# demux_dispatch_credit_rr

demux_dispatch_credit_rr, pin map:
Scale: 4 px per um. Pins as bars across the die edge, other pins in grey.
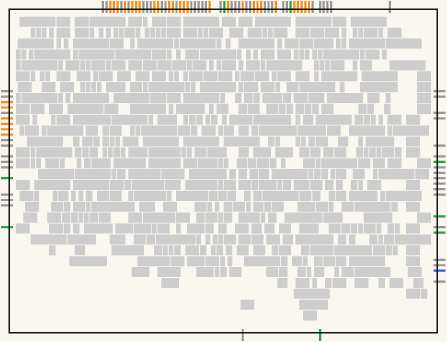

`src/rtl/demux_dispatch_credit_rr_pkg.sv`:
```
// Shared types and helpers for the credit round-robin dispatcher
// and the bus demux it feeds.
package demux_dispatch_credit_rr_pkg;

  localparam int unsigned CREDIT_T_W = 8;
  localparam int unsigned MAX_LANES  = 64;

  typedef logic [CREDIT_T_W-1:0] credit_t;

  function automatic int unsigned onehot_to_idx(
    input logic [MAX_LANES-1:0] oh
  );
    int unsigned idx;
    idx = 0;
    for (int unsigned i = 0; i < MAX_LANES; i++) begin
      if (oh[i]) idx = idx | i;
    end
    return idx;
  endfunction

endpackage

```
`src/rtl/demux_dispatch_credit_rr_arb.sv`:
```
// Combinational round-robin arbiter: first request at or above ptr,
// wrapping, wins a one-hot grant.
module arbiter_round_robin_one_hot #(
  parameter int unsigned N     = 8,
  parameter int unsigned PTR_W = (N > 1) ? $clog2(N) : 1
) (
  input  logic [N-1:0]     req,
  input  logic [PTR_W-1:0] ptr,
  output logic [N-1:0]     grant
);

  int unsigned idx;
  logic        found;

  always_comb begin
    grant = '0;
    found = 1'b0;
    idx   = 0;
    for (int unsigned i = 0; i < N; i++) begin
      idx = (32'(ptr) + i) % N;
      if (!found && req[PTR_W'(idx)]) begin
        grant[PTR_W'(idx)] = 1'b1;
        found              = 1'b1;
      end
    end
  end

endmodule

```
`src/rtl/demux_dispatch_credit_rr.sv`:
```
// Credit-based round-robin dispatcher driving the one-hot bus demux;
// lanes return credits as their buffers drain.
module demux_dispatch_credit_rr
  import demux_dispatch_credit_rr_pkg::*;
#(
  parameter int unsigned DATA_WIDTH   = 32,
  parameter int unsigned BUS_WIDTH    = 8,
  parameter int unsigned SEL_WIDTH    = BUS_WIDTH,
  parameter int unsigned CREDIT_MAX   = 4,
  parameter int unsigned CREDIT_WIDTH = $clog2(CREDIT_MAX + 1)
) (
  input  logic                  ap_clk,
  input  logic                  areset_n,
  input  logic [DATA_WIDTH-1:0] s_data,
  input  logic [BUS_WIDTH-1:0]  s_mask,
  input  logic                  s_valid,
  output logic                  s_ready,
  input  logic [BUS_WIDTH-1:0]  credit_return,
  output logic [DATA_WIDTH-1:0] data_out,
  output logic [SEL_WIDTH-1:0]  sel_out,
  output logic [BUS_WIDTH-1:0]  data_out_valid,
  output logic                  credit_overflow
);

  localparam int unsigned PTR_W = (BUS_WIDTH > 1) ? $clog2(BUS_WIDTH) : 1;
  localparam logic [CREDIT_WIDTH-1:0] CMAX = CREDIT_WIDTH'(CREDIT_MAX);

  if (SEL_WIDTH != BUS_WIDTH) begin : g_sel_chk
    $error("SEL_WIDTH must equal BUS_WIDTH");
  end
  if (CREDIT_WIDTH > $bits(credit_t)) begin : g_cw_chk
    $error("CREDIT_WIDTH exceeds shared credit_t");
  end

  logic [CREDIT_WIDTH-1:0] credit_q [BUS_WIDTH];
  logic [CREDIT_WIDTH-1:0] credit_d [BUS_WIDTH];
  logic [PTR_W-1:0]        rr_ptr_q, rr_ptr_d;
  logic [DATA_WIDTH-1:0]   data_q, data_d;
  logic [SEL_WIDTH-1:0]    sel_q, sel_d;
  logic                    ovf_q, ovf_d;

  logic [BUS_WIDTH-1:0] has_credit;
  logic [BUS_WIDTH-1:0] eligible;
  logic [BUS_WIDTH-1:0] grant;
  logic [BUS_WIDTH-1:0] grant_eff;
  logic                 accept;

  always_comb begin
    has_credit = '0;
    for (int unsigned i = 0; i < BUS_WIDTH; i++) begin
      has_credit[i] = (credit_q[i] != '0);
    end
  end

  assign eligible  = s_mask & has_credit;
  assign s_ready   = |eligible;
  assign accept    = s_valid & s_ready;
  assign grant_eff = accept ? grant : '0;

  arbiter_round_robin_one_hot #(
    .N     (BUS_WIDTH),
    .PTR_W (PTR_W)
  ) u_arb (
    .req   (eligible),
    .ptr   (rr_ptr_q),
    .grant (grant)
  );

  // Grant and return on the same lane cancel out.
  always_comb begin
    ovf_d = ovf_q;
    for (int unsigned i = 0; i < BUS_WIDTH; i++) begin
      credit_d[i] = credit_q[i];
      case ({grant_eff[i], credit_return[i]})
        2'b10: credit_d[i] = credit_q[i] - CREDIT_WIDTH'(1);
        2'b01: begin
          if (credit_q[i] == CMAX) ovf_d = 1'b1;
          else credit_d[i] = credit_q[i] + CREDIT_WIDTH'(1);
        end
        default: ;
      endcase
    end
  end

  always_comb begin
    data_d   = data_q;
    rr_ptr_d = rr_ptr_q;
    sel_d    = grant_eff;
    if (accept) begin
      data_d   = s_data;
      rr_ptr_d = PTR_W'((onehot_to_idx(64'(grant)) + 1) % BUS_WIDTH);
    end
  end

  always_ff @(posedge ap_clk or negedge areset_n) begin
    if (!areset_n) begin
      data_q   <= '0;
      sel_q    <= '0;
      rr_ptr_q <= '0;
      ovf_q    <= 1'b0;
      for (int unsigned i = 0; i < BUS_WIDTH; i++) credit_q[i] <= CMAX;
    end else begin
      data_q   <= data_d;
      sel_q    <= sel_d;
      rr_ptr_q <= rr_ptr_d;
      ovf_q    <= ovf_d;
      for (int unsigned i = 0; i < BUS_WIDTH; i++) credit_q[i] <= credit_d[i];
    end
  end

  assign data_out        = data_q;
  assign sel_out         = sel_q;
  assign data_out_valid  = sel_q;
  assign credit_overflow = ovf_q;

endmodule

```
`config.mk`:
```
export PLATFORM = sky130hd
export DESIGN_NAME = demux_dispatch_credit_rr
export DESIGN_NICKNAME = d
export VERILOG_FILES = /design/src/rtl/demux_dispatch_credit_rr_pkg.sv /design/src/rtl/demux_dispatch_credit_rr_arb.sv /design/src/rtl/demux_dispatch_credit_rr.sv
export SDC_FILE = /design/constraint.sdc
export NUM_CORES = 1
export LEC_CHECK = 0
export CORE_ASPECT_RATIO = 0.75
export CORE_UTILIZATION = 56
export DETAILED_ROUTE_END_ITERATION = 6
export GPL_ROUTABILITY_DRIVEN = 0
export PLACE_DENSITY = 0.95
export SLEW_MARGIN = 20
export SYNTH_ARGS = -nofsm -noshare
export SYNTH_HDL_FRONTEND = slang
export SYNTH_HIERARCHICAL = 1
export SYNTH_SLANG_ARGS = --single-unit
```
`constraint.sdc`:
```
create_clock -name ap_clk -period 8.1 [get_ports ap_clk]
set_input_delay 1.215 -clock ap_clk [delete_from_list [all_inputs] [get_ports ap_clk]]
set_output_delay 1.215 -clock ap_clk [all_outputs]
set_load 0.005 [all_outputs]
```
# bus_arbiter_4

### src/rtl/bus_arbiter_4_pkg.sv
`default_nettype none
// +------------------------------------------------------------------+
// | bus_arbiter_4_pkg : shared types/constants for the bus arbiter   |
// | Rev 1.0                                                          |
// +------------------------------------------------------------------+
package bus_arbiter_4_pkg;

    localparam int N_REQ = 4;
    localparam int SEL_W = 2;

    localparam logic [SEL_W-1:0] REQ_FETCH = 2'd0;
    localparam logic [SEL_W-1:0] REQ_LSU   = 2'd1;
    localparam logic [SEL_W-1:0] REQ_DMA   = 2'd2;
    localparam logic [SEL_W-1:0] REQ_DBG   = 2'd3;

    typedef enum logic [1:0] {
        IDLE  = 2'd0,
        GRANT = 2'd1,
        TURN  = 2'd2
    } arb_state_e;

    function automatic logic [N_REQ-1:0] onehot4(input logic [SEL_W-1:0] idx);
        logic [N_REQ-1:0] v;
        v      = '0;
        v[idx] = 1'b1;
        return v;
    endfunction

endpackage
`default_nettype wire

### src/rtl/bus_arbiter_4_rr_priority_4.sv
`default_nettype none
// +------------------------------------------------------------------+
// | rr_priority_4 : first asserted request scanning ptr, ptr+1, ...  |
// | Rev 1.0                                                          |
// +------------------------------------------------------------------+
module rr_priority_4
    import bus_arbiter_4_pkg::*;
(
    input  logic [N_REQ-1:0] req,
    input  logic [SEL_W-1:0] ptr,
    output logic [SEL_W-1:0] idx,
    output logic             any
);

    logic [SEL_W-1:0] cand;

    // Walk offsets from farthest to nearest so the nearest hit wins.
    always_comb begin
        idx  = ptr;
        any  = 1'b0;
        cand = ptr;
        for (int k = N_REQ - 1; k >= 0; k--) begin
            cand = ptr + SEL_W'(k);
            if (req[cand]) begin
                idx = cand;
                any = 1'b1;
            end
        end
    end

endmodule
`default_nettype wire

### src/rtl/bus_arbiter_4.sv
`default_nettype none
// +------------------------------------------------------------------+
// | bus_arbiter_4 : 4-way round-robin bus arbiter with burst limit   |
// | Rev 1.0                                                          |
// +------------------------------------------------------------------+
module bus_arbiter_4
    import bus_arbiter_4_pkg::*;
#(
    parameter int MAX_BURST = 8
) (
    input  logic             clk,
    input  logic             rst_n,
    input  logic [N_REQ-1:0] req,
    input  logic [N_REQ-1:0] done,
    output logic [N_REQ-1:0] gnt,
    output logic [SEL_W-1:0] sel,
    output logic             busy,
    output logic             preempt
);

    localparam int               CNT_W    = $clog2(MAX_BURST);
    localparam logic [CNT_W-1:0] CNT_LAST = CNT_W'(MAX_BURST - 1);

    arb_state_e       state_q, state_d;
    logic [SEL_W-1:0] ptr_q, ptr_d;
    logic [SEL_W-1:0] sel_q, sel_d;
    logic [CNT_W-1:0] cnt_q, cnt_d;
    logic [N_REQ-1:0] gnt_q, gnt_d;
    logic             busy_q, busy_d;
    logic             preempt_q, preempt_d;

    logic [SEL_W-1:0] w_pick_idx;
    logic             w_pick_any;
    logic             w_owner_req;
    logic             w_owner_done;
    logic             w_others;
    logic             w_at_limit;
    logic             w_release;
    logic             w_burst_only;

    rr_priority_4 u_pick (
        .req (req),
        .ptr (ptr_q),
        .idx (w_pick_idx),
        .any (w_pick_any)
    );

    // sel_q doubles as the owner index while in GRANT.
    assign w_owner_req  = req[sel_q];
    assign w_owner_done = done[sel_q];
    assign w_others     = |(req & ~onehot4(sel_q));
    assign w_at_limit   = (cnt_q == CNT_LAST);
    assign w_release    = !w_owner_req || w_owner_done || (w_at_limit && w_others);
    assign w_burst_only = w_owner_req && !w_owner_done && w_at_limit && w_others;

    always_comb begin
        state_d   = state_q;
        ptr_d     = ptr_q;
        sel_d     = sel_q;
        cnt_d     = cnt_q;
        gnt_d     = gnt_q;
        busy_d    = busy_q;
        preempt_d = 1'b0;
        unique case (state_q)
            IDLE, TURN: begin
                if (w_pick_any) begin
                    state_d = GRANT;
                    gnt_d   = onehot4(w_pick_idx);
                    sel_d   = w_pick_idx;
                    cnt_d   = '0;
                    ptr_d   = w_pick_idx + 2'd1;
                    busy_d  = 1'b1;
                end else begin
                    state_d = IDLE;
                    gnt_d   = '0;
                    busy_d  = 1'b0;
                end
            end
            GRANT: begin
                if (w_release) begin
                    state_d   = TURN;
                    gnt_d     = '0;
                    busy_d    = 1'b0;
                    preempt_d = w_burst_only;
                end else if (w_at_limit) begin
                    cnt_d = '0;
                end else begin
                    cnt_d = cnt_q + CNT_W'(1);
                end
            end
            default: begin
                state_d = IDLE;
                gnt_d   = '0;
                busy_d  = 1'b0;
            end
        endcase
    end

    always_ff @(posedge clk or negedge rst_n) begin
        if (!rst_n) begin
            state_q   <= IDLE;
            ptr_q     <= '0;
            sel_q     <= '0;
            cnt_q     <= '0;
            gnt_q     <= '0;
            busy_q    <= 1'b0;
            preempt_q <= 1'b0;
        end else begin
            state_q   <= state_d;
            ptr_q     <= ptr_d;
            sel_q     <= sel_d;
            cnt_q     <= cnt_d;
            gnt_q     <= gnt_d;
            busy_q    <= busy_d;
            preempt_q <= preempt_d;
        end
    end

    assign gnt     = gnt_q;
    assign sel     = sel_q;
    assign busy    = busy_q;
    assign preempt = preempt_q;

endmodule
`default_nettype wire

### config.mk
export PLATFORM = sky130hd
export DESIGN_NAME = bus_arbiter_4
export DESIGN_NICKNAME = d
export VERILOG_FILES = /design/src/rtl/bus_arbiter_4_pkg.sv /design/src/rtl/bus_arbiter_4_rr_priority_4.sv /design/src/rtl/bus_arbiter_4.sv
export SDC_FILE = /design/constraint.sdc
export NUM_CORES = 1
export LEC_CHECK = 0
export ABC_AREA = 0
export CELL_PAD_IN_SITES_DETAIL_PLACEMENT = 0
export CELL_PAD_IN_SITES_GLOBAL_PLACEMENT = 1
export CORE_MARGIN = 3
export CORE_UTILIZATION = 36
export CTS_CLUSTER_DIAMETER = 40
export DETAILED_ROUTE_END_ITERATION = 8
export HOLD_SLACK_MARGIN = 0.05
export PLACE_DENSITY = 0.83
export RECOVER_POWER = 50
export SYNTH_ARGS = -nofsm -noshare
export SYNTH_HDL_FRONTEND = slang
export SYNTH_SLANG_ARGS = --single-unit
export TNS_END_PERCENT = 100
### constraint.sdc
create_clock -name clk -period 2.35 [get_ports clk]
set_clock_uncertainty 0.1 [all_clocks]
set_input_delay 0.5875 -clock clk [delete_from_list [all_inputs] [get_ports clk]]
set_output_delay 0.5875 -clock clk [all_outputs]
set_load 0.01 [all_outputs]
bus_arbiter_4, routed metal, one colour a layer:
Scale: 6 px per um.
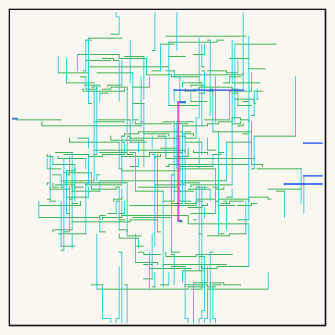
layer	colour	wire length
metal 4	magenta	19.7 um
metal 1	green	887 um
metal 2	cyan	869 um
metal 3	blue	25.8 um
WL final: 1.80 mm
routed len/inst: 13.0 um

==> flow_summary.toml, bus_arbiter_4 <==
# yosys + openroad results
[outcome]
status = "finished, final reports clean"

[detailed_routing]
first_pass_iters = 2
wl_met3_um = 25

[clocking]
cts_buffer_depth = 2

[job]
warnings = 26

[logic_synthesis]
synthTopCellsByCount = "dfrtp_1, nand2_1, o21ai_0, nor2b_1, nor2_1"
mux_area_share_pct = 4.19
ys_types = 30
ys_top_logic_family = "simple AND/OR/NAND/NOR gates"
syn-num-nets = 94
edf_count = 0
synth_top_cell_by_count = "dfrtp_1"

[finish]
final_common_cell = "dfrtp_1"
diodes = 0
final_cell_mix = "dfrtp_1, clkdlybuf4s50_1, nand2_1"

[setup_path]
r2r_end = "ptr_q[1]$_DFFE_PN0P_"
cp.required_ns = 2.45
crit_cells = 7
critPathLaunch = "req[3]"
max_stage_delay_ns = 0.51

[final_timing]
timing.slew.headroom_pct = 56.9
fmax_mhz = 450
slew_viol_final = 0
max_slew.worst_pin.slew_ns = 0.644

[global_routing]
use_met1_pct = 21.1

[placement]
portBuffers = 17

[power]
powerClk_uw = 176

[floorplan]
row_count = 16
[bus_arbiter_4: final cells by class]
type	count	area (um2)	area share, %
multi-input combinational	63	400	37.0
tap	27	33.8	3.12
sequential	14	350	32.4
inverter	4	15.0	1.39
clock buffer	4	36.3	3.36
timing repair buffer	27	245	22.7
[bus_arbiter_4: stage by stage]
stage	instance area, um2	setup slack [ns]	setup TNS [ns]	power (uW)
2_1_floorplan	777	0.396	0	695
3_3_place_gp	1040	-0.112	-0.738	936
3_5_place_dp	1040	-0.144	-1.11	953
4_1_cts	1080	0.132	0	1130
5_1_grt	1080	0.0153	0	1200
6_report	1080	0.125	0	1110
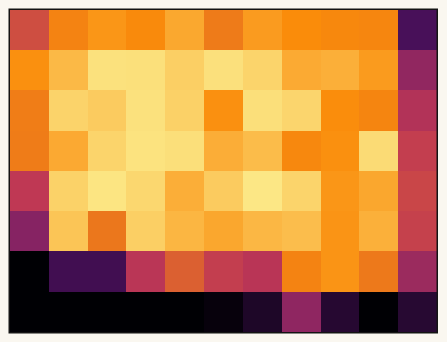
demux_dispatch_credit_rr: cell area per tile
Scale: 4 px per um. The die is cut into 11 by 8 equal tiles; black is low, pale yellow is high, 0 to 100% covered.
emptiest ninth of the die	lower left
tiles over 75% full	53%
nearly empty tiles	9.1%

Notes on 'pin map' of demux_dispatch_credit_rr above:
port	colour	pins	direction	edge
s_mask	green	8	input	3 right, 2 left, 2 top, 1 bottom
areset_n	blue	1	input	right
s_data	orange	32	input	26 top, 6 left

==> flow_summary.toml, demux_dispatch_credit_rr <==
# yosys + openroad results
[final_timing]
timing.final.hold_violations = 0

[logic_synthesis]
synth_seq_share_pct = 37.2
ys_cells = 493
synth_top_cell_by_count = "nand2_1"
numSynthFlops = 68
yosys_warnings = 6

[detailed_routing]
wl_met3_mm = 1.08
met1_length_mm = 4.90

[clocking]
cts_setup_buffers = 0

[finish]
num-nonclk-buffers = 102
nFillCells = 552
comb_area_um2 = 2560

[min_path]
holdCritStartpoint = "data_out[27]$_DFFE_PN0N_"

[outcome]
status = "finished, final reports clean"

[floorplan]
coreArea_um2 = 7920
demux_dispatch_credit_rr: sequential cells by signal, indices dropped and copies added, names as in the netlist:
signal,count
data_out_valid,8
credit_overflow,1
credit_q,24
data_out,32
rr_ptr_q,3
demux_dispatch_credit_rr: through the flow:
stage | hold WS, ns | instances | power [uW]
global placement | 0.457 | 670 | 1800
detailed placement | 0.461 | 670 | 1880
finish | 0.475 | 685 | 2210
floorplan | 0.465 | 493 | 1570
global route | 0.497 | 685 | 2360
CTS | 0.479 | 685 | 2180

# reg_bank_flat

### src/rtl/reg_bank_if.sv
// Bus bundle for reg_bank: operation strobe, operand fields, two read ports and the status flags.
// The master drives operations and read addresses; the slave returns read data and flags.
interface reg_bank_if #(
  parameter int WIDTH = 4,
  parameter int DEPTH = 4
);
  localparam int AW = $clog2(DEPTH);

  // Handshake: an operation is taken on a rising edge where we=1 and busy=0;
  // while busy=1 the strobe is ignored and the master must hold or re-issue it.
  logic             we;
  logic [2:0]       op;
  logic [AW-1:0]    waddr;
  logic [WIDTH-1:0] wdata;
  logic [AW-1:0]    raddr_a;
  logic [AW-1:0]    raddr_b;
  logic [WIDTH-1:0] rdata_a;
  logic [WIDTH-1:0] rdata_b;
  logic             zero;
  logic             carry;
  logic             busy;

  modport master (
    output we, op, waddr, wdata, raddr_a, raddr_b,
    input  rdata_a, rdata_b, zero, carry, busy
  );

  modport slave (
    input  we, op, waddr, wdata, raddr_a, raddr_b,
    output rdata_a, rdata_b, zero, carry, busy
  );
endinterface

### src/rtl/reg_bank.sv
// Small register bank with single-entry ALU ops, a two-cycle SWAP and two combinational read ports.
// Optional macro REG_BANK_BYPASS_EN forwards the value being written to a matching read port.
module reg_bank #(
  parameter int WIDTH = 4,
  parameter int DEPTH = 4
) (
  input  logic       clk,
  input  logic       reset,
  reg_bank_if.slave  bus,
  output logic       o_dbg_state
);
  localparam int AW = $clog2(DEPTH);

  localparam logic [2:0] OP_NOP  = 3'b000;
  localparam logic [2:0] OP_LOAD = 3'b001;
  localparam logic [2:0] OP_INC  = 3'b010;
  localparam logic [2:0] OP_DEC  = 3'b011;
  localparam logic [2:0] OP_SHL  = 3'b100;
  localparam logic [2:0] OP_SHR  = 3'b101;
  localparam logic [2:0] OP_CLR  = 3'b110;
  localparam logic [2:0] OP_SWAP = 3'b111;

  typedef enum logic {
    S_IDLE  = 1'b0,
    S_SWAP2 = 1'b1
  } state_t;

  state_t           r_state;
  state_t           w_next_state;

  logic [WIDTH-1:0] r_mem [DEPTH];
  logic [WIDTH-1:0] r_temp;
  logic [AW-1:0]    r_partner;
  logic             r_zero;
  logic             r_carry;

  logic             w_accept;
  logic [WIDTH-1:0] w_old;
  logic [AW-1:0]    w_partner;
  logic             w_wr_en;
  logic [AW-1:0]    w_wr_addr;
  logic [WIDTH-1:0] w_wr_data;
  logic             w_flag_upd;
  logic             w_carry_new;
  logic             w_zero_new;
  logic             w_temp_ld;

  assign w_accept   = bus.we && (r_state == S_IDLE);
  assign w_old      = r_mem[bus.waddr];
  assign w_partner  = bus.wdata[AW-1:0];
  assign w_zero_new = (w_wr_data == '0);

  // State register
  always_ff @(posedge clk or posedge reset) begin
    if (reset) begin
      r_state <= S_IDLE;
    end else begin
      r_state <= w_next_state;
    end
  end

  // Next-state logic
  always_comb begin
    w_next_state = r_state;
    case (r_state)
      S_IDLE:  if (w_accept && bus.op == OP_SWAP) w_next_state = S_SWAP2;
      S_SWAP2: w_next_state = S_IDLE;
      default: w_next_state = S_IDLE;
    endcase
  end

  // Output logic
  always_comb begin
    bus.busy    = 1'b0;
    o_dbg_state = r_state;
    if (r_state == S_SWAP2) bus.busy = 1'b1;
  end

  // Single write port: the second SWAP cycle owns it, otherwise the accepted op does.
  always_comb begin
    w_wr_en     = 1'b0;
    w_wr_addr   = bus.waddr;
    w_wr_data   = '0;
    w_flag_upd  = 1'b0;
    w_carry_new = r_carry;
    w_temp_ld   = 1'b0;
    if (r_state == S_SWAP2) begin
      w_wr_en   = 1'b1;
      w_wr_addr = r_partner;
      w_wr_data = r_temp;
    end else if (w_accept) begin
      case (bus.op)
        OP_LOAD: begin
          w_wr_en     = 1'b1;
          w_wr_data   = bus.wdata;
          w_flag_upd  = 1'b1;
          w_carry_new = 1'b0;
        end
        OP_INC: begin
          w_wr_en     = 1'b1;
          w_wr_data   = w_old + WIDTH'(1);
          w_flag_upd  = 1'b1;
          w_carry_new = &w_old;
        end
        OP_DEC: begin
          w_wr_en     = 1'b1;
          w_wr_data   = w_old - WIDTH'(1);
          w_flag_upd  = 1'b1;
          w_carry_new = ~|w_old;
        end
        OP_SHL: begin
          w_wr_en     = 1'b1;
          w_wr_data   = {w_old[WIDTH-2:0], 1'b0};
          w_flag_upd  = 1'b1;
          w_carry_new = w_old[WIDTH-1];
        end
        OP_SHR: begin
          w_wr_en     = 1'b1;
          w_wr_data   = {1'b0, w_old[WIDTH-1:1]};
          w_flag_upd  = 1'b1;
          w_carry_new = w_old[0];
        end
        OP_CLR: begin
          w_wr_en     = 1'b1;
          w_wr_data   = '0;
          w_flag_upd  = 1'b1;
          w_carry_new = 1'b0;
        end
        OP_SWAP: begin
          // First half: target takes the partner value, old target parks in temp.
          w_wr_en   = 1'b1;
          w_wr_data = r_mem[w_partner];
          w_temp_ld = 1'b1;
        end
        OP_NOP: begin
          w_wr_en = 1'b0;
        end
        default: begin
          w_wr_en = 1'b0;
        end
      endcase
    end
  end

  // Storage, temp and flags; reset drops any half-finished SWAP.
  always_ff @(posedge clk or posedge reset) begin
    if (reset) begin
      for (int i = 0; i < DEPTH; i++) r_mem[i] <= '0;
      r_temp    <= '0;
      r_partner <= '0;
      r_zero    <= 1'b0;
      r_carry   <= 1'b0;
    end else begin
      if (w_wr_en) r_mem[w_wr_addr] <= w_wr_data;
      if (w_temp_ld) begin
        r_temp    <= w_old;
        r_partner <= w_partner;
      end
      if (w_flag_upd) begin
        r_zero  <= w_zero_new;
        r_carry <= w_carry_new;
      end
    end
  end

  assign bus.zero  = r_zero;
  assign bus.carry = r_carry;

`ifdef REG_BANK_BYPASS_EN
  assign bus.rdata_a = (w_wr_en && bus.raddr_a == w_wr_addr) ? w_wr_data : r_mem[bus.raddr_a];
  assign bus.rdata_b = (w_wr_en && bus.raddr_b == w_wr_addr) ? w_wr_data : r_mem[bus.raddr_b];
`else
  assign bus.rdata_a = r_mem[bus.raddr_a];
  assign bus.rdata_b = r_mem[bus.raddr_b];
`endif

endmodule

### src/flat_wrapper.sv
// flat-port wrapper written by rule: the top's interface ports become plain ports
module reg_bank_flat 
#(
  parameter int WIDTH = 4,
  parameter int DEPTH = 4
)
  (clk, reset, o_dbg_state, bus_we, bus_op, bus_waddr, bus_wdata, bus_raddr_a, bus_raddr_b, bus_rdata_a, bus_rdata_b, bus_zero, bus_carry, bus_busy);
  reg_bank_if #(.WIDTH(WIDTH), .DEPTH(DEPTH)) bus_i ();
  input  logic clk;
  input  logic reset;
  output logic o_dbg_state;
  input wire logic [$bits(bus_i.we)-1:0] bus_we;
  input wire logic [$bits(bus_i.op)-1:0] bus_op;
  input wire logic [$bits(bus_i.waddr)-1:0] bus_waddr;
  input wire logic [$bits(bus_i.wdata)-1:0] bus_wdata;
  input wire logic [$bits(bus_i.raddr_a)-1:0] bus_raddr_a;
  input wire logic [$bits(bus_i.raddr_b)-1:0] bus_raddr_b;
  output wire logic [$bits(bus_i.rdata_a)-1:0] bus_rdata_a;
  output wire logic [$bits(bus_i.rdata_b)-1:0] bus_rdata_b;
  output wire logic [$bits(bus_i.zero)-1:0] bus_zero;
  output wire logic [$bits(bus_i.carry)-1:0] bus_carry;
  output wire logic [$bits(bus_i.busy)-1:0] bus_busy;
  assign bus_i.we = bus_we;
  assign bus_i.op = bus_op;
  assign bus_i.waddr = bus_waddr;
  assign bus_i.wdata = bus_wdata;
  assign bus_i.raddr_a = bus_raddr_a;
  assign bus_i.raddr_b = bus_raddr_b;
  assign bus_rdata_a = bus_i.rdata_a;
  assign bus_rdata_b = bus_i.rdata_b;
  assign bus_zero = bus_i.zero;
  assign bus_carry = bus_i.carry;
  assign bus_busy = bus_i.busy;
  reg_bank #(.WIDTH(WIDTH), .DEPTH(DEPTH)) u_core (.clk(clk), .reset(reset), .bus(bus_i), .o_dbg_state(o_dbg_state));
endmodule
### config.mk
export PLATFORM = sky130hd
export DESIGN_NAME = reg_bank_flat
export DESIGN_NICKNAME = d
export VERILOG_FILES = /design/src/rtl/reg_bank_if.sv /design/src/rtl/reg_bank.sv /design/src/flat_wrapper.sv
export SDC_FILE = /design/constraint.sdc
export NUM_CORES = 1
export LEC_CHECK = 0
export ABC_AREA = 1
export CAP_MARGIN = 20
export CORE_AREA = 4 4 60 72
export CTS_BUF_LIST = sky130_fd_sc_hd__clkbuf_4 sky130_fd_sc_hd__clkbuf_8
export DETAILED_ROUTE_END_ITERATION = 10
export DIE_AREA = 0 0 64 76
export GPL_TIMING_DRIVEN = 0
export MAX_ROUTING_LAYER = met4
export PLACE_DENSITY_LB_ADDON = 0.15
export SLEW_MARGIN = 25
export SYNTH_ARGS = -nofsm -noshare
export SYNTH_HDL_FRONTEND = slang
export SYNTH_SLANG_ARGS = --single-unit
### constraint.sdc
create_clock -name clk -period 4.5 [get_ports clk]
set_clock_uncertainty 0.05 [all_clocks]
set_input_delay 0.9 -clock clk [delete_from_list [all_inputs] [get_ports clk]]
set_output_delay 0.9 -clock clk [all_outputs]
set_load 0.01 [all_outputs]
# qos_stream_arbiter

==> config.mk <==
export PLATFORM = sky130hd
export DESIGN_NAME = qos_stream_arbiter
export DESIGN_NICKNAME = d
export VERILOG_FILES = /design/src/rtl/qos_stream_arbiter_pkg.sv /design/src/rtl/qos_stream_arbiter_rr_pick.sv /design/src/rtl/qos_stream_arbiter.sv
export SDC_FILE = /design/constraint.sdc
export NUM_CORES = 1
export LEC_CHECK = 0
export CAP_MARGIN = 30
export CORE_ASPECT_RATIO = 0.75
export CORE_UTILIZATION = 36
export DETAILED_ROUTE_END_ITERATION = 8
export PLACE_DENSITY = 0.82
export SLEW_MARGIN = 20
export SYNTH_ARGS = -nofsm -noshare
export SYNTH_HDL_FRONTEND = slang
export SYNTH_SLANG_ARGS = --single-unit
export TNS_END_PERCENT = 30
==> constraint.sdc <==
create_clock -name clk -period 2.6 [get_ports clk]
set_input_delay 0.39 -clock clk [delete_from_list [all_inputs] [get_ports clk]]
set_output_delay 0.39 -clock clk [all_outputs]
set_load 0.02 [all_outputs]
==> src/rtl/qos_stream_arbiter_pkg.sv <==
// qos_stream_arbiter_pkg: shared state encoding and QoS weight helper
package qos_stream_arbiter_pkg;

    typedef enum logic {IDLE = 1'b0, BUSY = 1'b1} arb_state_t;

    function automatic int unsigned qos_weight(input int unsigned q);
        return (q == 0) ? 1 : q;
    endfunction

endpackage

==> src/rtl/qos_stream_arbiter_rr_pick.sv <==
// qos_stream_arbiter_rr_pick: lowest-index priority arbiter and round-robin picker built from two of them
module simple_priority_arbiter #(
    parameter int N = 2
) (
    input  logic [N-1:0] req_i,
    output logic [N-1:0] gnt_o
);

    assign gnt_o = req_i & (~req_i + N'(1));

endmodule

module rr_pick
    import qos_stream_arbiter_pkg::*;
#(
    parameter int STREAM_COUNT = 2,
    parameter int IW           = $clog2(STREAM_COUNT)
) (
    input  logic [STREAM_COUNT-1:0] req_i,
    input  logic [IW-1:0]           ptr_i,
    output logic [STREAM_COUNT-1:0] gnt_o,
    output logic [IW-1:0]           idx_o
);

    logic [STREAM_COUNT-1:0] mask;
    logic [STREAM_COUNT-1:0] masked;
    logic [STREAM_COUNT-1:0] gnt_m;
    logic [STREAM_COUNT-1:0] gnt_u;

    // only requests strictly above the last winner compete in the masked pass
    always_comb begin
        for (int i = 0; i < STREAM_COUNT; i++) mask[i] = i > int'(ptr_i);
    end

    assign masked = req_i & mask;

    simple_priority_arbiter #(.N(STREAM_COUNT)) u_masked (.req_i(masked), .gnt_o(gnt_m));
    simple_priority_arbiter #(.N(STREAM_COUNT)) u_plain  (.req_i(req_i),  .gnt_o(gnt_u));

    // masked winner first, otherwise wrap to the lowest requester
    always_comb begin
        gnt_o = |masked ? gnt_m : gnt_u;
        idx_o = '0;
        for (int i = 0; i < STREAM_COUNT; i++) if (gnt_o[i]) idx_o = idx_o | IW'(i);
    end

endmodule

==> src/rtl/qos_stream_arbiter.sv <==
// qos_stream_arbiter: packet-atomic QoS-weighted round-robin stream merger
module qos_stream_arbiter
    import qos_stream_arbiter_pkg::*;
#(
    parameter int STREAM_COUNT = 2,
    parameter int T_DATA_WIDTH = 8,
    parameter int T_QOS_WIDTH  = 4,
    parameter int T_ID_WIDTH   = $clog2(STREAM_COUNT)
) (
    input  logic                                      clk,
    input  logic                                      rst_n,
    input  logic [STREAM_COUNT-1:0][T_DATA_WIDTH-1:0] s_data_i,
    input  logic [STREAM_COUNT-1:0][T_QOS_WIDTH-1:0]  s_qos_i,
    input  logic [STREAM_COUNT-1:0]                   s_last_i,
    input  logic [STREAM_COUNT-1:0]                   s_valid_i,
    output logic [STREAM_COUNT-1:0]                   s_ready_o,
    output logic [T_DATA_WIDTH-1:0]                   m_data_o,
    output logic [T_QOS_WIDTH-1:0]                    m_qos_o,
    output logic [T_ID_WIDTH-1:0]                     m_id_o,
    output logic                                      m_last_o,
    output logic                                      m_valid_o,
    input  logic                                      m_ready_i
);

    arb_state_t                                   state_q, state_d;
    logic [T_ID_WIDTH-1:0]                        sel_q, sel_d;
    logic [T_ID_WIDTH-1:0]                        rr_ptr_q, rr_ptr_d;
    logic [STREAM_COUNT-1:0][T_QOS_WIDTH-1:0]     credit_q, credit_d;
    logic [STREAM_COUNT-1:0]                      eligible;
    logic [STREAM_COUNT-1:0]                      pick_gnt;
    logic [T_ID_WIDTH-1:0]                        pick_idx;
    logic                                         busy;

    // a stream may win only while it is valid and still holds credit this round
    always_comb begin
        for (int i = 0; i < STREAM_COUNT; i++) eligible[i] = s_valid_i[i] & (credit_q[i] != '0);
    end

    rr_pick #(.STREAM_COUNT(STREAM_COUNT), .IW(T_ID_WIDTH)) u_pick (
        .req_i (eligible),
        .ptr_i (rr_ptr_q),
        .gnt_o (pick_gnt),
        .idx_o (pick_idx)
    );

    // state register; reset gives stream 0 first priority and empties all credit
    always_ff @(posedge clk or negedge rst_n) begin
        if (!rst_n) begin
            state_q  <= IDLE;
            sel_q    <= '0;
            rr_ptr_q <= T_ID_WIDTH'(STREAM_COUNT - 1);
            credit_q <= '0;
        end else begin
            state_q  <= state_d;
            sel_q    <= sel_d;
            rr_ptr_q <= rr_ptr_d;
            credit_q <= credit_d;
        end
    end

    // next state: grant or reload while idle, release the grant on the transferred last beat
    always_comb begin
        state_d  = state_q;
        sel_d    = sel_q;
        rr_ptr_d = rr_ptr_q;
        credit_d = credit_q;
        if (state_q == IDLE) begin
            if (|eligible) begin
                state_d  = BUSY;
                sel_d    = pick_idx;
                rr_ptr_d = pick_idx;
                for (int i = 0; i < STREAM_COUNT; i++)
                    if (pick_gnt[i]) credit_d[i] = credit_q[i] - T_QOS_WIDTH'(1);
            end else if (|s_valid_i) begin
                for (int i = 0; i < STREAM_COUNT; i++)
                    credit_d[i] = T_QOS_WIDTH'(qos_weight(32'(s_qos_i[i])));
            end
        end else if (m_valid_o && m_ready_i && m_last_o) begin
            state_d = IDLE;
        end
    end

    assign busy = state_q == BUSY;

    // outputs: forward the selected stream while busy, drive zeros otherwise
    always_comb begin
        m_valid_o = busy & s_valid_i[sel_q];
        m_data_o  = busy ? s_data_i[sel_q] : '0;
        m_qos_o   = busy ? s_qos_i[sel_q] : '0;
        m_last_o  = busy & s_last_i[sel_q];
        m_id_o    = busy ? sel_q : '0;
        s_ready_o = '0;
        if (busy) s_ready_o[sel_q] = m_ready_i;
    end

endmodule

# cpu_prog_sequencer

===== config.mk =====
export PLATFORM = sky130hd
export DESIGN_NAME = cpu_prog_sequencer
export DESIGN_NICKNAME = d
export VERILOG_FILES = /design/src/rtl/cpu_prog_sequencer_pkg.sv /design/src/rtl/cpu_prog_sequencer_halt_detector.sv /design/src/rtl/cpu_prog_sequencer.sv
export SDC_FILE = /design/constraint.sdc
export NUM_CORES = 1
export LEC_CHECK = 0
export CAP_MARGIN = 25
export CORE_MARGIN = 1
export CORE_UTILIZATION = 42
export DETAILED_ROUTE_END_ITERATION = 10
export GPL_TIMING_DRIVEN = 0
export PLACE_DENSITY = 0.64
export SETUP_SLACK_MARGIN = 0.2
export SLEW_MARGIN = 10
export SYNTH_ARGS = -nofsm -noshare
export SYNTH_HDL_FRONTEND = slang
export SYNTH_HIERARCHICAL = 1
export SYNTH_SLANG_ARGS = --single-unit

===== constraint.sdc =====
create_clock -name clk -period 6 [get_ports clk]
set_clock_uncertainty 0.15 [all_clocks]
set_input_delay 1.2 -clock clk [delete_from_list [all_inputs] [get_ports clk]]
set_output_delay 1.2 -clock clk [all_outputs]
set_load 0.02 [all_outputs]

===== src/rtl/cpu_prog_sequencer_pkg.sv =====
// bali_seq_pkg: shared state encoding, opcode constant and sizing helper for the program sequencer
package bali_seq_pkg;
  typedef enum logic [2:0] {IDLE, CPU_RST, RUN, RECORD, DONE} seq_state_t;
  localparam logic [7:0] NOP = 8'h00;
  function automatic int sel_w(input int n);
    return n > 1 ? $clog2(n) : 1;
  endfunction
endpackage


===== src/rtl/cpu_prog_sequencer_halt_detector.sv =====
// halt_detector: flags a run of HALT_CYCLES NOPs once the CPU has executed at least one real opcode
module halt_detector import bali_seq_pkg::*; #(
  parameter int HALT_CYCLES = 4,
  parameter logic [7:0] NOP_OP = NOP
) (
  input  logic       clk,
  input  logic       rst,
  input  logic       clr,
  input  logic [7:0] op_code,
  output logic       halted
);
  localparam int CW = $clog2(HALT_CYCLES + 1);
  localparam logic [CW-1:0] LAST = CW'(HALT_CYCLES - 1);
  logic          armed;
  logic [CW-1:0] nop_run;
  logic          is_nop;
  assign is_nop = op_code == NOP_OP;
  // halt fires on the NOP that completes the run, so the sequencer can act on it the same edge
  assign halted = armed && is_nop && nop_run == LAST;
  // arm on the first real opcode, then count consecutive NOPs, saturating at the halt threshold
  always_ff @(posedge clk) begin
    if (!rst || clr) begin
      armed   <= 1'b0;
      nop_run <= '0;
    end else begin
      armed   <= armed | ~is_nop;
      nop_run <= !is_nop ? '0 : (armed && nop_run != LAST) ? nop_run + 1'b1 : nop_run;
    end
  end
endmodule


===== src/rtl/cpu_prog_sequencer.sv =====
// cpu_prog_sequencer: runs each program slot on the CPU in turn and records halt-vs-timeout per slot
module cpu_prog_sequencer import bali_seq_pkg::*; #(
  parameter int PROG_COUNT  = 5,
  parameter int TIMEOUT     = 11000,
  parameter int RST_CYCLES  = 2,
  parameter int HALT_CYCLES = 4,
  parameter logic [7:0] NOP_OP = NOP,
  localparam int SW = sel_w(PROG_COUNT)
) (
  input  logic                  clk,
  input  logic                  rst,
  input  logic                  start,
  input  logic [7:0]            op_code,
  output logic                  cpu_rst,
  output logic [SW-1:0]         prog_sel,
  output logic                  busy,
  output logic                  done,
  output logic                  result_valid,
  output logic [SW-1:0]         result_idx,
  output logic                  result_pass,
  output logic [PROG_COUNT-1:0] pass_mask,
  output logic [31:0]           cycle_count
);
  localparam int RW = $clog2(RST_CYCLES + 1);
  localparam logic [RW-1:0] RST_LAST = RW'(RST_CYCLES - 1);
  localparam logic [SW-1:0] LAST_SEL = SW'(PROG_COUNT - 1);
  seq_state_t  state;
  logic [RW-1:0] rst_cnt;
  logic        halted;
  logic [31:0] cc_next;
  logic        timeout;
  halt_detector #(.HALT_CYCLES(HALT_CYCLES), .NOP_OP(NOP_OP)) u_halt (
    .clk(clk),
    .rst(rst),
    .clr(state != RUN),
    .op_code(op_code),
    .halted(halted)
  );
  // run-cycle count saturates; timeout is judged on the count this cycle will reach
  always_comb begin
    cc_next = &cycle_count ? cycle_count : cycle_count + 32'd1;
    timeout = cc_next >= 32'(TIMEOUT);
  end
  // sequencer FSM with registered outputs; halt takes priority over a simultaneous timeout
  always_ff @(posedge clk) begin
    if (!rst) begin
      state        <= IDLE;
      cpu_rst      <= 1'b1;
      prog_sel     <= '0;
      busy         <= 1'b0;
      done         <= 1'b0;
      result_valid <= 1'b0;
      result_idx   <= '0;
      result_pass  <= 1'b0;
      pass_mask    <= '0;
      cycle_count  <= '0;
      rst_cnt      <= '0;
    end else begin
      result_valid <= 1'b0;
      case (state)
        IDLE, DONE: if (start) begin
          state       <= CPU_RST;
          busy        <= 1'b1;
          done        <= 1'b0;
          prog_sel    <= '0;
          pass_mask   <= '0;
          cycle_count <= '0;
          rst_cnt     <= '0;
        end
        CPU_RST: begin
          rst_cnt <= rst_cnt + 1'b1;
          if (rst_cnt == RST_LAST) begin
            state   <= RUN;
            cpu_rst <= 1'b0;
          end
        end
        RUN: begin
          cycle_count <= cc_next;
          if (halted || timeout) begin
            state               <= RECORD;
            cpu_rst             <= 1'b1;
            result_valid        <= 1'b1;
            result_idx          <= prog_sel;
            result_pass         <= halted;
            pass_mask[prog_sel] <= halted;
          end
        end
        RECORD: begin
          rst_cnt <= '0;
          if (prog_sel == LAST_SEL) begin
            state <= DONE;
            busy  <= 1'b0;
            done  <= 1'b1;
          end else begin
            state       <= CPU_RST;
            prog_sel    <= prog_sel + 1'b1;
            cycle_count <= '0;
          end
        end
        default: state <= IDLE;
      endcase
    end
  end
endmodule


# n64_vdemux_gen

`config.mk`:
```
export PLATFORM = sky130hd
export DESIGN_NAME = n64_vdemux_gen
export DESIGN_NICKNAME = d
export VERILOG_FILES = /design/src/rtl/n64_vdemux_gen.sv
export SDC_FILE = /design/constraint.sdc
export NUM_CORES = 1
export LEC_CHECK = 0
export CORE_MARGIN = 5
export CORE_UTILIZATION = 51
export DETAILED_ROUTE_END_ITERATION = 10
export GPL_ROUTABILITY_DRIVEN = 0
export PLACE_DENSITY = 0.77
export SLEW_MARGIN = 30
export SYNTH_ARGS = -nofsm -noshare
export SYNTH_HDL_FRONTEND = slang
export SYNTH_SLANG_ARGS = --single-unit
```
`constraint.sdc`:
```
create_clock -name i_vclk -period 3.8 [get_ports i_vclk]
set_input_delay 0.76 -clock i_vclk [delete_from_list [all_inputs] [get_ports i_vclk]]
set_output_delay 0.76 -clock i_vclk [all_outputs]
set_load 0.02 [all_outputs]
```
`src/rtl/n64_vdemux_gen.sv`:
```
// N64 VD bus demultiplexer: splits sync/colour phases framed by nVDSYNC into parallel
// pixels, flags malformed groups, and measures frame length / PAL / 480i / field status.
module n64_vdemux_gen #(
    parameter int COLOR_W    = 7,
    parameter int N_CH       = 3,
    parameter int MAX_PH     = 7,
    parameter int LCNT_W     = 10,
    parameter int PAL_THRESH = 288
) (
    input  logic                      i_vclk,
    input  logic                      i_vrst,
    input  logic                      i_nvdsync,
    input  logic [COLOR_W-1:0]        i_vd,
    output logic                      o_vdata_valid,
    output logic [3:0]                o_vdata_sync,
    output logic [N_CH*COLOR_W-1:0]   o_vdata_rgb,
    output logic                      o_phase_err,
    output logic [LCNT_W-1:0]         o_lines_per_frame,
    output logic                      o_frame_stat_vld,
    output logic                      o_palmode,
    output logic                      o_n64_480i,
    output logic                      o_field
);

    localparam int                PH_W    = $clog2(MAX_PH + 2);
    localparam logic [PH_W-1:0]   PH_IDLE = PH_W'(MAX_PH + 1);
    localparam logic [PH_W-1:0]   PH_MAX  = PH_W'(MAX_PH);
    localparam logic [PH_W-1:0]   PH_LAST = PH_W'(N_CH - 1);
    localparam logic [PH_W-1:0]   PH_NCH  = PH_W'(N_CH);
    localparam logic [LCNT_W-1:0] CNT_MAX = {LCNT_W{1'b1}};

    logic [PH_W-1:0]          r_ph;
    logic [3:0]               r_sync_tmp;
    logic [N_CH*COLOR_W-1:0]  w_rgb_next;
    logic                     w_sync_low;
    logic                     w_short;
    logic                     w_timeout;
    logic                     w_last;

    assign w_sync_low = ~i_nvdsync;
    assign w_short    = w_sync_low && (r_ph != '0) && (r_ph < PH_NCH);
    assign w_timeout  = i_nvdsync && (r_ph == PH_MAX);
    assign w_last     = i_nvdsync && (r_ph == PH_LAST);

    // The last colour phase bypasses the buffer so the pixel is presented one cycle after it.
    generate
        if (N_CH > 1) begin : g_buf
            logic [(N_CH-1)*COLOR_W-1:0] r_buf;
            always_ff @(posedge i_vclk) begin
                if (i_vrst) begin
                    r_buf <= '0;
                end else if (i_nvdsync) begin
                    for (int c = 0; c < N_CH - 1; c++) begin
                        if (r_ph == PH_W'(c))
                            r_buf[(N_CH-2-c)*COLOR_W +: COLOR_W] <= i_vd;
                    end
                end
            end
            assign w_rgb_next = {r_buf, i_vd};
        end else begin : g_nobuf
            assign w_rgb_next = i_vd;
        end
    endgenerate

    always_ff @(posedge i_vclk) begin
        if (i_vrst) begin
            r_ph          <= PH_IDLE;
            r_sync_tmp    <= '0;
            o_vdata_valid <= 1'b0;
            o_phase_err   <= 1'b0;
            o_vdata_sync  <= 4'hF;
            o_vdata_rgb   <= '0;
        end else begin
            o_vdata_valid <= w_last;
            o_phase_err   <= w_short | w_timeout;
            if (w_sync_low) begin
                r_ph       <= '0;
                r_sync_tmp <= i_vd[3:0];
            end else if (r_ph != PH_IDLE) begin
                r_ph <= r_ph + 1'b1;
            end
            if (w_last) begin
                o_vdata_rgb  <= w_rgb_next;
                o_vdata_sync <= r_sync_tmp;
            end
        end
    end

    logic                r_prev_vs;
    logic                r_prev_hs;
    logic [LCNT_W-1:0]   r_hcnt;
    logic [1:0]          r_frames;
    logic                w_hs_fall;
    logic                w_vs_fall;
    logic [LCNT_W:0]     w_len_full;
    logic [LCNT_W-1:0]   w_len;
    logic [LCNT_W:0]     w_len_p1;
    logic [LCNT_W:0]     w_lpf_p1;
    logic                w_adj;

    assign w_hs_fall  = r_prev_hs & ~o_vdata_sync[1];
    assign w_vs_fall  = r_prev_vs & ~o_vdata_sync[3];
    // An hsync edge sharing the group with vsync belongs to the frame that is ending.
    assign w_len_full = {1'b0, r_hcnt} + {{LCNT_W{1'b0}}, w_hs_fall};
    assign w_len      = w_len_full[LCNT_W] ? CNT_MAX : w_len_full[LCNT_W-1:0];
    assign w_len_p1   = {1'b0, w_len} + {{LCNT_W{1'b0}}, 1'b1};
    assign w_lpf_p1   = {1'b0, o_lines_per_frame} + {{LCNT_W{1'b0}}, 1'b1};
    assign w_adj      = (w_len_p1 == {1'b0, o_lines_per_frame}) ||
                        (w_lpf_p1 == {1'b0, w_len});

    always_ff @(posedge i_vclk) begin
        if (i_vrst) begin
            r_prev_vs         <= 1'b1;
            r_prev_hs         <= 1'b1;
            r_hcnt            <= '0;
            r_frames          <= '0;
            o_lines_per_frame <= '0;
            o_frame_stat_vld  <= 1'b0;
            o_palmode         <= 1'b0;
            o_n64_480i        <= 1'b0;
            o_field           <= 1'b0;
        end else if (o_vdata_valid) begin
            r_prev_vs <= o_vdata_sync[3];
            r_prev_hs <= o_vdata_sync[1];
            if (w_vs_fall) begin
                r_hcnt <= '0;
                if (r_frames != 2'd3)
                    r_frames <= r_frames + 2'd1;
                if (r_frames != 2'd0) begin
                    o_lines_per_frame <= w_len;
                    o_palmode         <= (w_len > LCNT_W'(PAL_THRESH));
                    o_frame_stat_vld  <= 1'b1;
                end
                if (r_frames >= 2'd2) begin
                    o_n64_480i <= w_adj;
                    o_field    <= w_adj && (w_len < o_lines_per_frame);
                end
            end else if (w_hs_fall && (r_hcnt != CNT_MAX)) begin
                r_hcnt <= r_hcnt + 1'b1;
            end
        end
    end

endmodule

```
cpu_prog_sequencer, pin map:
Scale: 4 px per um. Pins as bars across the die edge, other pins in grey.
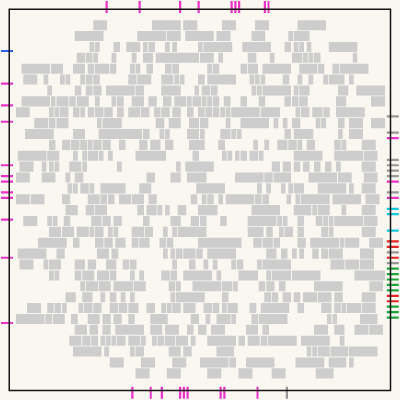
port	colour	pins	direction	edge
pass_mask	red	5	output	right
prog_sel	cyan	3	output	right
cycle_count	magenta	32	output	11 left, 9 bottom, 9 top, 3 right
clk	blue	1	input	left
op_code	green	8	input	right
all pins by edge	28 right, 12 left, 10 bottom, 9 top
die y size: 94.9 um
Port Buffers: 58

==> flow_summary.toml, cpu_prog_sequencer <==
# yosys + openroad results
[finish]
final_cell_mix = "nor2_1, clkdlybuf4s50_1, dfxtp_1"
instances_no_fill = 672
design_area_um2 = 4570
logic_gates = 385
comb_area_um2 = 2270
clockNetworkAreaShare_pct = 5.07
ff_count = 57
fin_util_pct = 55.1
clkbuf_count = 9
diodes = 0

[clocking]
cts_tree = "built"
cts_buffers = 9
insertion_delay_ns = 0.35
htreeDepth = 3

[outcome]
status = "finished, final reports clean"

[logic_synthesis]
ys.flop_type = "dfxtp_1"
yosys_area_um2 = 3630
synth-simple-area-share_pct = 32.2
synth_top_cell_by_count = "nor2_1"
top_cells_by_area = "dfxtp_1, nor2_1, nand2_1"
syn-num-nets = 511
syn_area_per_cell_um2 = 7.34
syn_inst = 494
synth_seq_share_pct = 31.5
ys_types = 61

[power]
p_seq_share_pct = 42.4
intPower_uw = 684
clockPowerShare_pct = 48.3

[setup_path]
ff2ff_path_depth = 12
end_kind = "flip-flop"
critPathLaunch = "cycle_count[2]$_SDFFE_PN0P_"

[floorplan]
ioPinCount = 59
die-width_um = 94.9

[detailed_routing]
antenna_left = 0

[placement]
post-place-ws_ns = 2.24

[global_routing]
grt_max_degree = 11

[final_timing]
fin_ws_ns = 2.20
final.setup.tns_ns = 0
cpu_prog_sequencer: state kept, by name, summed over array words and instances (netlist names), 2 cells and up:
register	count
cycle_count	32
rst_cnt	2
u_halt/nop_run	3
result_idx	3
state	3
pass_mask	5
prog_sel	3
cpu_prog_sequencer: critical path, cell delays in order, from the launching register on:
cell,delay [ns]
dfxtp_1,0.49
nand3_1,0.29
or4_1,0.54
buf_2,0.19
a311oi_1,0.39
buf_2,0.32
nand3_1,0.15
xnor2_1,0.16
nor4_1,0.29
and4_1,0.34
buf_6,0.18
nor2_2,0.05
mux2i_1,0.14
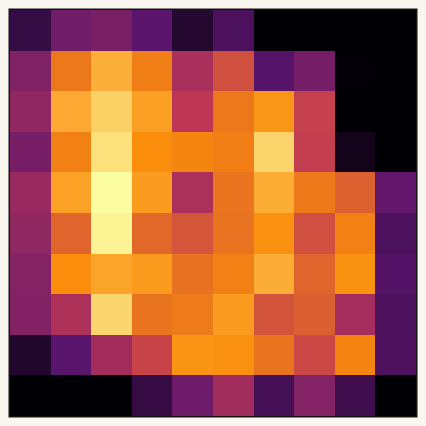
n64_vdemux_gen: cell area per tile
Scale: 4 px per um. The die is cut into 10 by 10 equal tiles; black is low, pale yellow is high, 0 to 100% covered.
nearly empty tiles	13%
emptiest ninth of the die	upper right
mean over tiles	48%
Core ar.: 8180 um2
core utilization before placement: 52.2%

==> flow_summary.toml, n64_vdemux_gen <==
# yosys + openroad results
[outcome]
status = "finished, final reports clean"

[floorplan]
taps = 105
die-width_um = 102

[logic_synthesis]
xor_area_share_pct = 6.15
synth_seq_share_pct = 36.1
numSynthFlops = 77
ys_types = 60
syn_area_per_cell_um2 = 8.14
syn_inst = 525
ys_cells = 525
ys_top_logic_family = "simple AND/OR/NAND/NOR gates"
edf_count = 0

[detailed_routing]
drt_iter0_markers = 124
drc = 0

[finish]
final_cell_mix = "nand2_1, dfxtp_1, nor2_1"
dominant-cell-class = "logic gates"
area_growth_pct = 19.0
top_regs = "o_vdata_rgb x21, g_buf.r_buf x14"
design_area_um2 = 5080
nNonClkInverters = 24

[final_timing]
timing.final.hold_violations = 0
slew_viol_final = 0
fmax_mhz = 286

[setup_path]
path_cells = "nor2b_1 > ha_2 > ha_1 > nand3_1 > nor3_2 > nor2_1 > inv_1 > ha_1 > nand2_1 > a2111oi_1 > a211oi_1 > xnor2_1 > nand3_1 > nor4_1 > a22oi_2 > a211oi_2"
start_kind = "flip-flop"
worstSetupEndpoint = "o_n64_480i$_SDFFE_PP0P_"
rr_startpoint = "r_prev_hs$_SDFFE_PP1P_"
reg2reg_slack_ns = 0.31
ff2ff_path_depth = 16
max_stage_delay_ns = 0.39

[clocking]
cts_tree = "built"
cts_buffers = 9
cts_buffer_depth = 2
clkTransAtPathRegs_ns = 0.09

[power]
powerClk_uw = 665
p_sw_share_pct = 25.0
p_comb_share_pct = 3.9
p_seq_share_pct = 53.1

[global_routing]
grt_max_degree = 46
overflow = 0

[placement]
placedCellCount = 664
==> n64_vdemux_gen: per-layer routing <==
| layer | vias up | routed length [um] | global-route usage [%] |
|---|---|---|---|
| met2 | 124 | 5450 | 39.0 |
| met5 | - | 0 | 0 |
| met3 | 19 | 773 | 5.65 |
| met1 | 1891 | 4330 | 24.8 |
| li1 | 1904 | - | - |
| met4 | 0 | 170 | 6.95 |
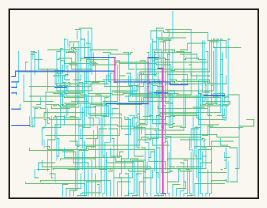
qos_stream_arbiter: routed metal, one colour a layer
Scale: 4 px per um.
layer	colour	wire length
metal 3	blue	89.4 um
metal 4	magenta	49.0 um
metal 1	green	1,400 um
metal 2	cyan	1,710 um
DR vias: 1,063
WL final: 3.25 mm
GRT Total Usage: 24.6%

==> flow_summary.toml, qos_stream_arbiter <==
# yosys + openroad results
[final_timing]
max_slew.worst_pin.slew_ns = 0.604
timing.slew.headroom_pct = 59.6

[finish]
diodes = 0
nNonClkInverters = 8
comb_area_um2 = 636
largest_reg_flops = 8

[floorplan]
die_h_um = 46.9
ioPinCount = 48

[logic_synthesis]
syn_inst = 110
syn_area_per_cell_um2 = 8.79
ys.flop_type = "dfrtp_1"

[detailed_routing]
topRoutingLayerUsed = "met4"
viasPerCell = 5.48
antenna_left = 0

[clocking]
clkTransAtPathRegs_ns = 0.08
htreeDepth = 1

[outcome]
status = "finished, final reports clean"

[setup_path]
arrival_ns = 1.99
path_class = "reg -> out"

[job]
warnings = 26

[global_routing]
use_met2_pct = 46.0

[placement]
placedCellCount = 190

[power]
p_seq_share_pct = 22.7
-- qos_stream_arbiter: how the worst min path moves through the flow --
stage / endpoint / slack (ns) / cells past startpoint
after floorplan: busy$_DFF_PN0_ / 0.09 / 0
after global placement: rr_ptr_q$_DFFE_PN1P_ / 0.53 / 1
after detailed placement: credit_q[3]$_DFFE_PN0P_ / 0.53 / 1
after CTS: credit_q[7]$_DFFE_PN0P_ / 0.46 / 1
after global routing: busy$_DFF_PN0_ / 0.50 / 1
final: credit_q[7]$_DFFE_PN0P_ / 0.44 / 1
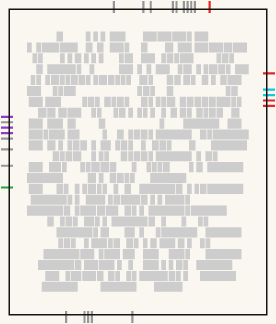
reg_bank_flat: pin map
Scale: 4 px per um. Pins as bars across the die edge, other pins in grey.
port	colour	pins	direction	edge
bus_raddr_b	cyan	2	input	right
bus_op	purple	3	input	left
bus_zero	green	1	output	left
bus_rdata_b	red	4	output	3 right, 1 top
Die Wd: 64 um
die y size: 76 um
Port Buffers: 25

==> flow_summary.toml, reg_bank_flat <==
# yosys + openroad results
[outcome]
status = "finished, final reports clean"

[final_timing]
finalCriticalPeriod_ns = 3.60
finalSetupViolCount = 0

[setup_path]
max_stage_delay_ns = 0.61
end_kind = "output port"
path_cells = "clkdlybuf4s50_1 > inv_1 > o21ai_0 > a21oi_1 > a21oi_1 > clkdlybuf4s50_1"
arrival_ns = 2.65

[finish]
seq_area_um2 = 626
fin_util_pct = 65.9
regMostFlops = "u_core.r_mem"
instances_no_fill = 382

[logic_synthesis]
ys_types = 33
numSynthFlops = 25
xor_area_share_pct = 0
synth_seq_share_pct = 30.8
ys_top_logic_family = "simple AND/OR/NAND/NOR gates"

[power]
p_comb_share_pct = 37.0
p_leak_uw = 0.00115
p_sw_share_pct = 39.3
powerClk_uw = 134
intPower_uw = 447
pg_comb_uw = 272

[min_path]
hold_end = "u_core.r_temp[0]$_DFFE_PP0P_"
min_path_cells = 2

[clocking]
insertion_delay_ns = 0.27
cts_setup_buffers = 0
cts_buffer_depth = 2
cts_root_buf = "clkbuf_8"
cts_tree = "built"

[detailed_routing]
wl_per_cell_um = 13.8
routed_wl_mm = 5.27

[global_routing]
antenna_found_initial = 0

[placement]
placedCellCount = 378
[reg_bank_flat: final cells by class]
| type | count | area share (%) |
|---|---|---|
| Timing Repair Buffer | 25 | 10.4 |
| Clock buffer | 3 | 1.72 |
| Inverter | 39 | 6.32 |
| Sequential cell | 25 | 26.1 |
| Tap cell | 52 | 2.72 |
| Clock inverter | 1 | 0.313 |
| Buffer | 5 | 1.36 |
| Multi-Input combinational cell | 232 | 51.0 |
[reg_bank_flat: critical path: cells and delay by family]
family	cells	cell delay (ns)
AOI/OAI and AO/OA	3	0.38
buffers and inverters	3	1.37

==> notes/layouts.md <==
Pictures saved along the way, in no particular order.

The clock network.
(a)
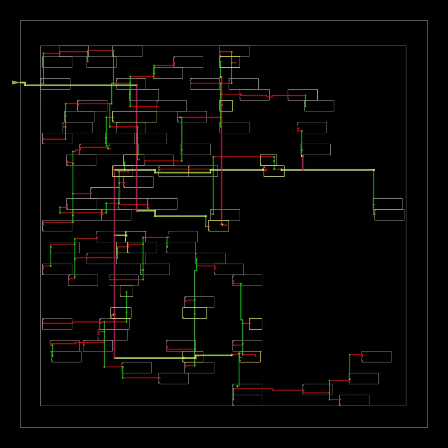
(b)
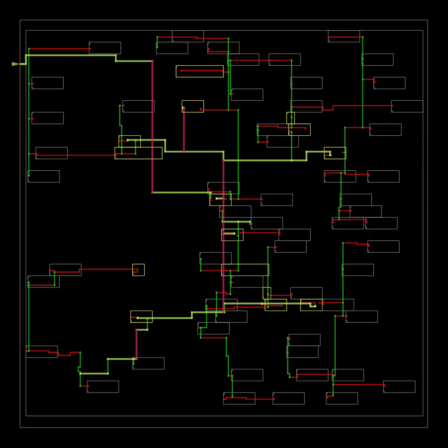
(c)
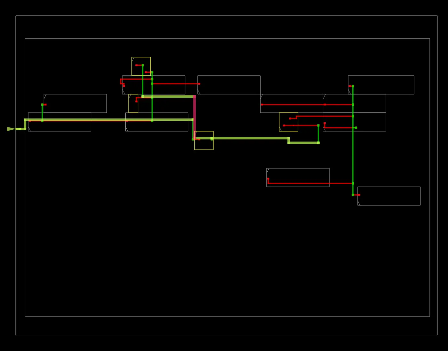
(d)
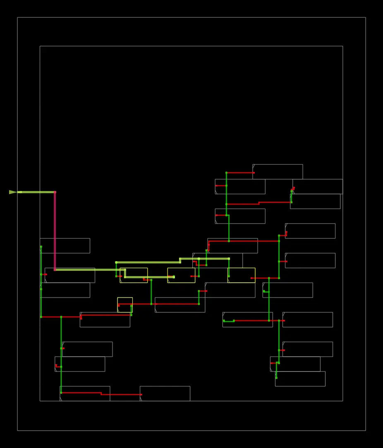
| from | picture |
|---|---|
| n64_vdemux_gen | (a) |
| qos_stream_arbiter | (c) |
| reg_bank_flat | (d) |
| cpu_prog_sequencer | (b) |
The one with the most sequential cells is (a).
The one with the fewest sequential cells is (c).



## Gallery

Routed metal, one colour a layer.
Plate I
Scale: 3 px per um.
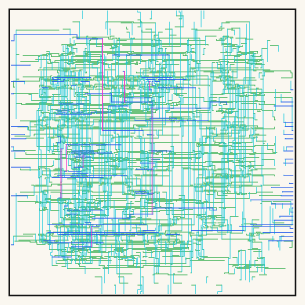
Plate II
Scale: 2 px per um.
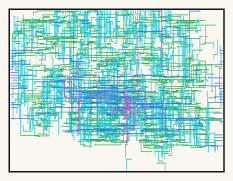
Plate III
Scale: 4 px per um.
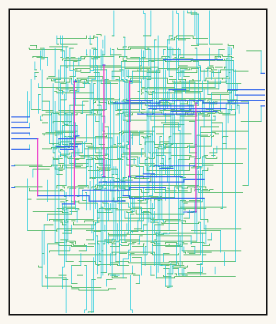
Plate IV
Scale: 3 px per um.
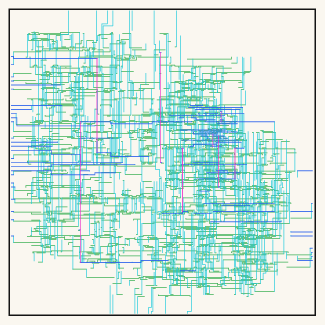
For n64_vdemux_gen, see Plate IV.
For demux_dispatch_credit_rr, see Plate II.
For cpu_prog_sequencer, see Plate I.
For reg_bank_flat, see Plate III.
The one with the smallest die is Plate III.
The one with the least wire is Plate III.


## Gallery

Cell classes on the final placement.
shot_01.png
Scale: 3 px per um.
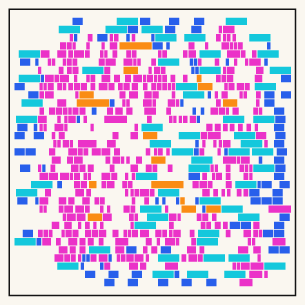
shot_02.png
Scale: 4 px per um.
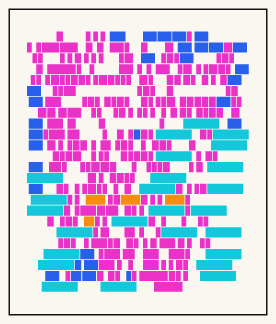
shot_03.png
Scale: 3 px per um.
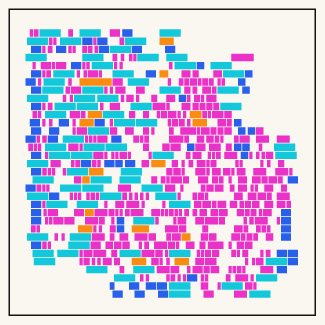
shot_04.png
Scale: 6 px per um.
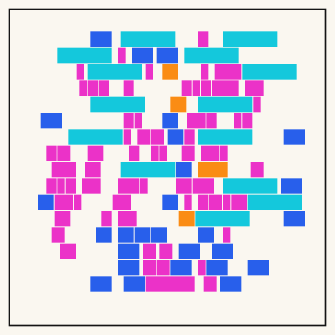
shot_05.png
Scale: 2 px per um.
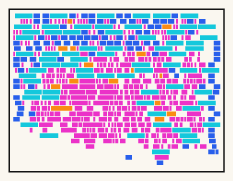
shot_06.png
Scale: 4 px per um.
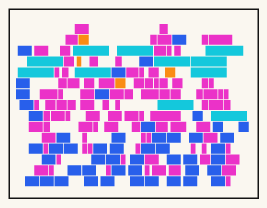
shot_04.png is bus_arbiter_4.
shot_01.png is cpu_prog_sequencer.
shot_06.png is qos_stream_arbiter.
shot_02.png is reg_bank_flat.
shot_05.png is demux_dispatch_credit_rr.
shot_03.png is n64_vdemux_gen.
Of these, fewest cells: shot_04.png

Power is estimated from default activity; no workload was simulated.
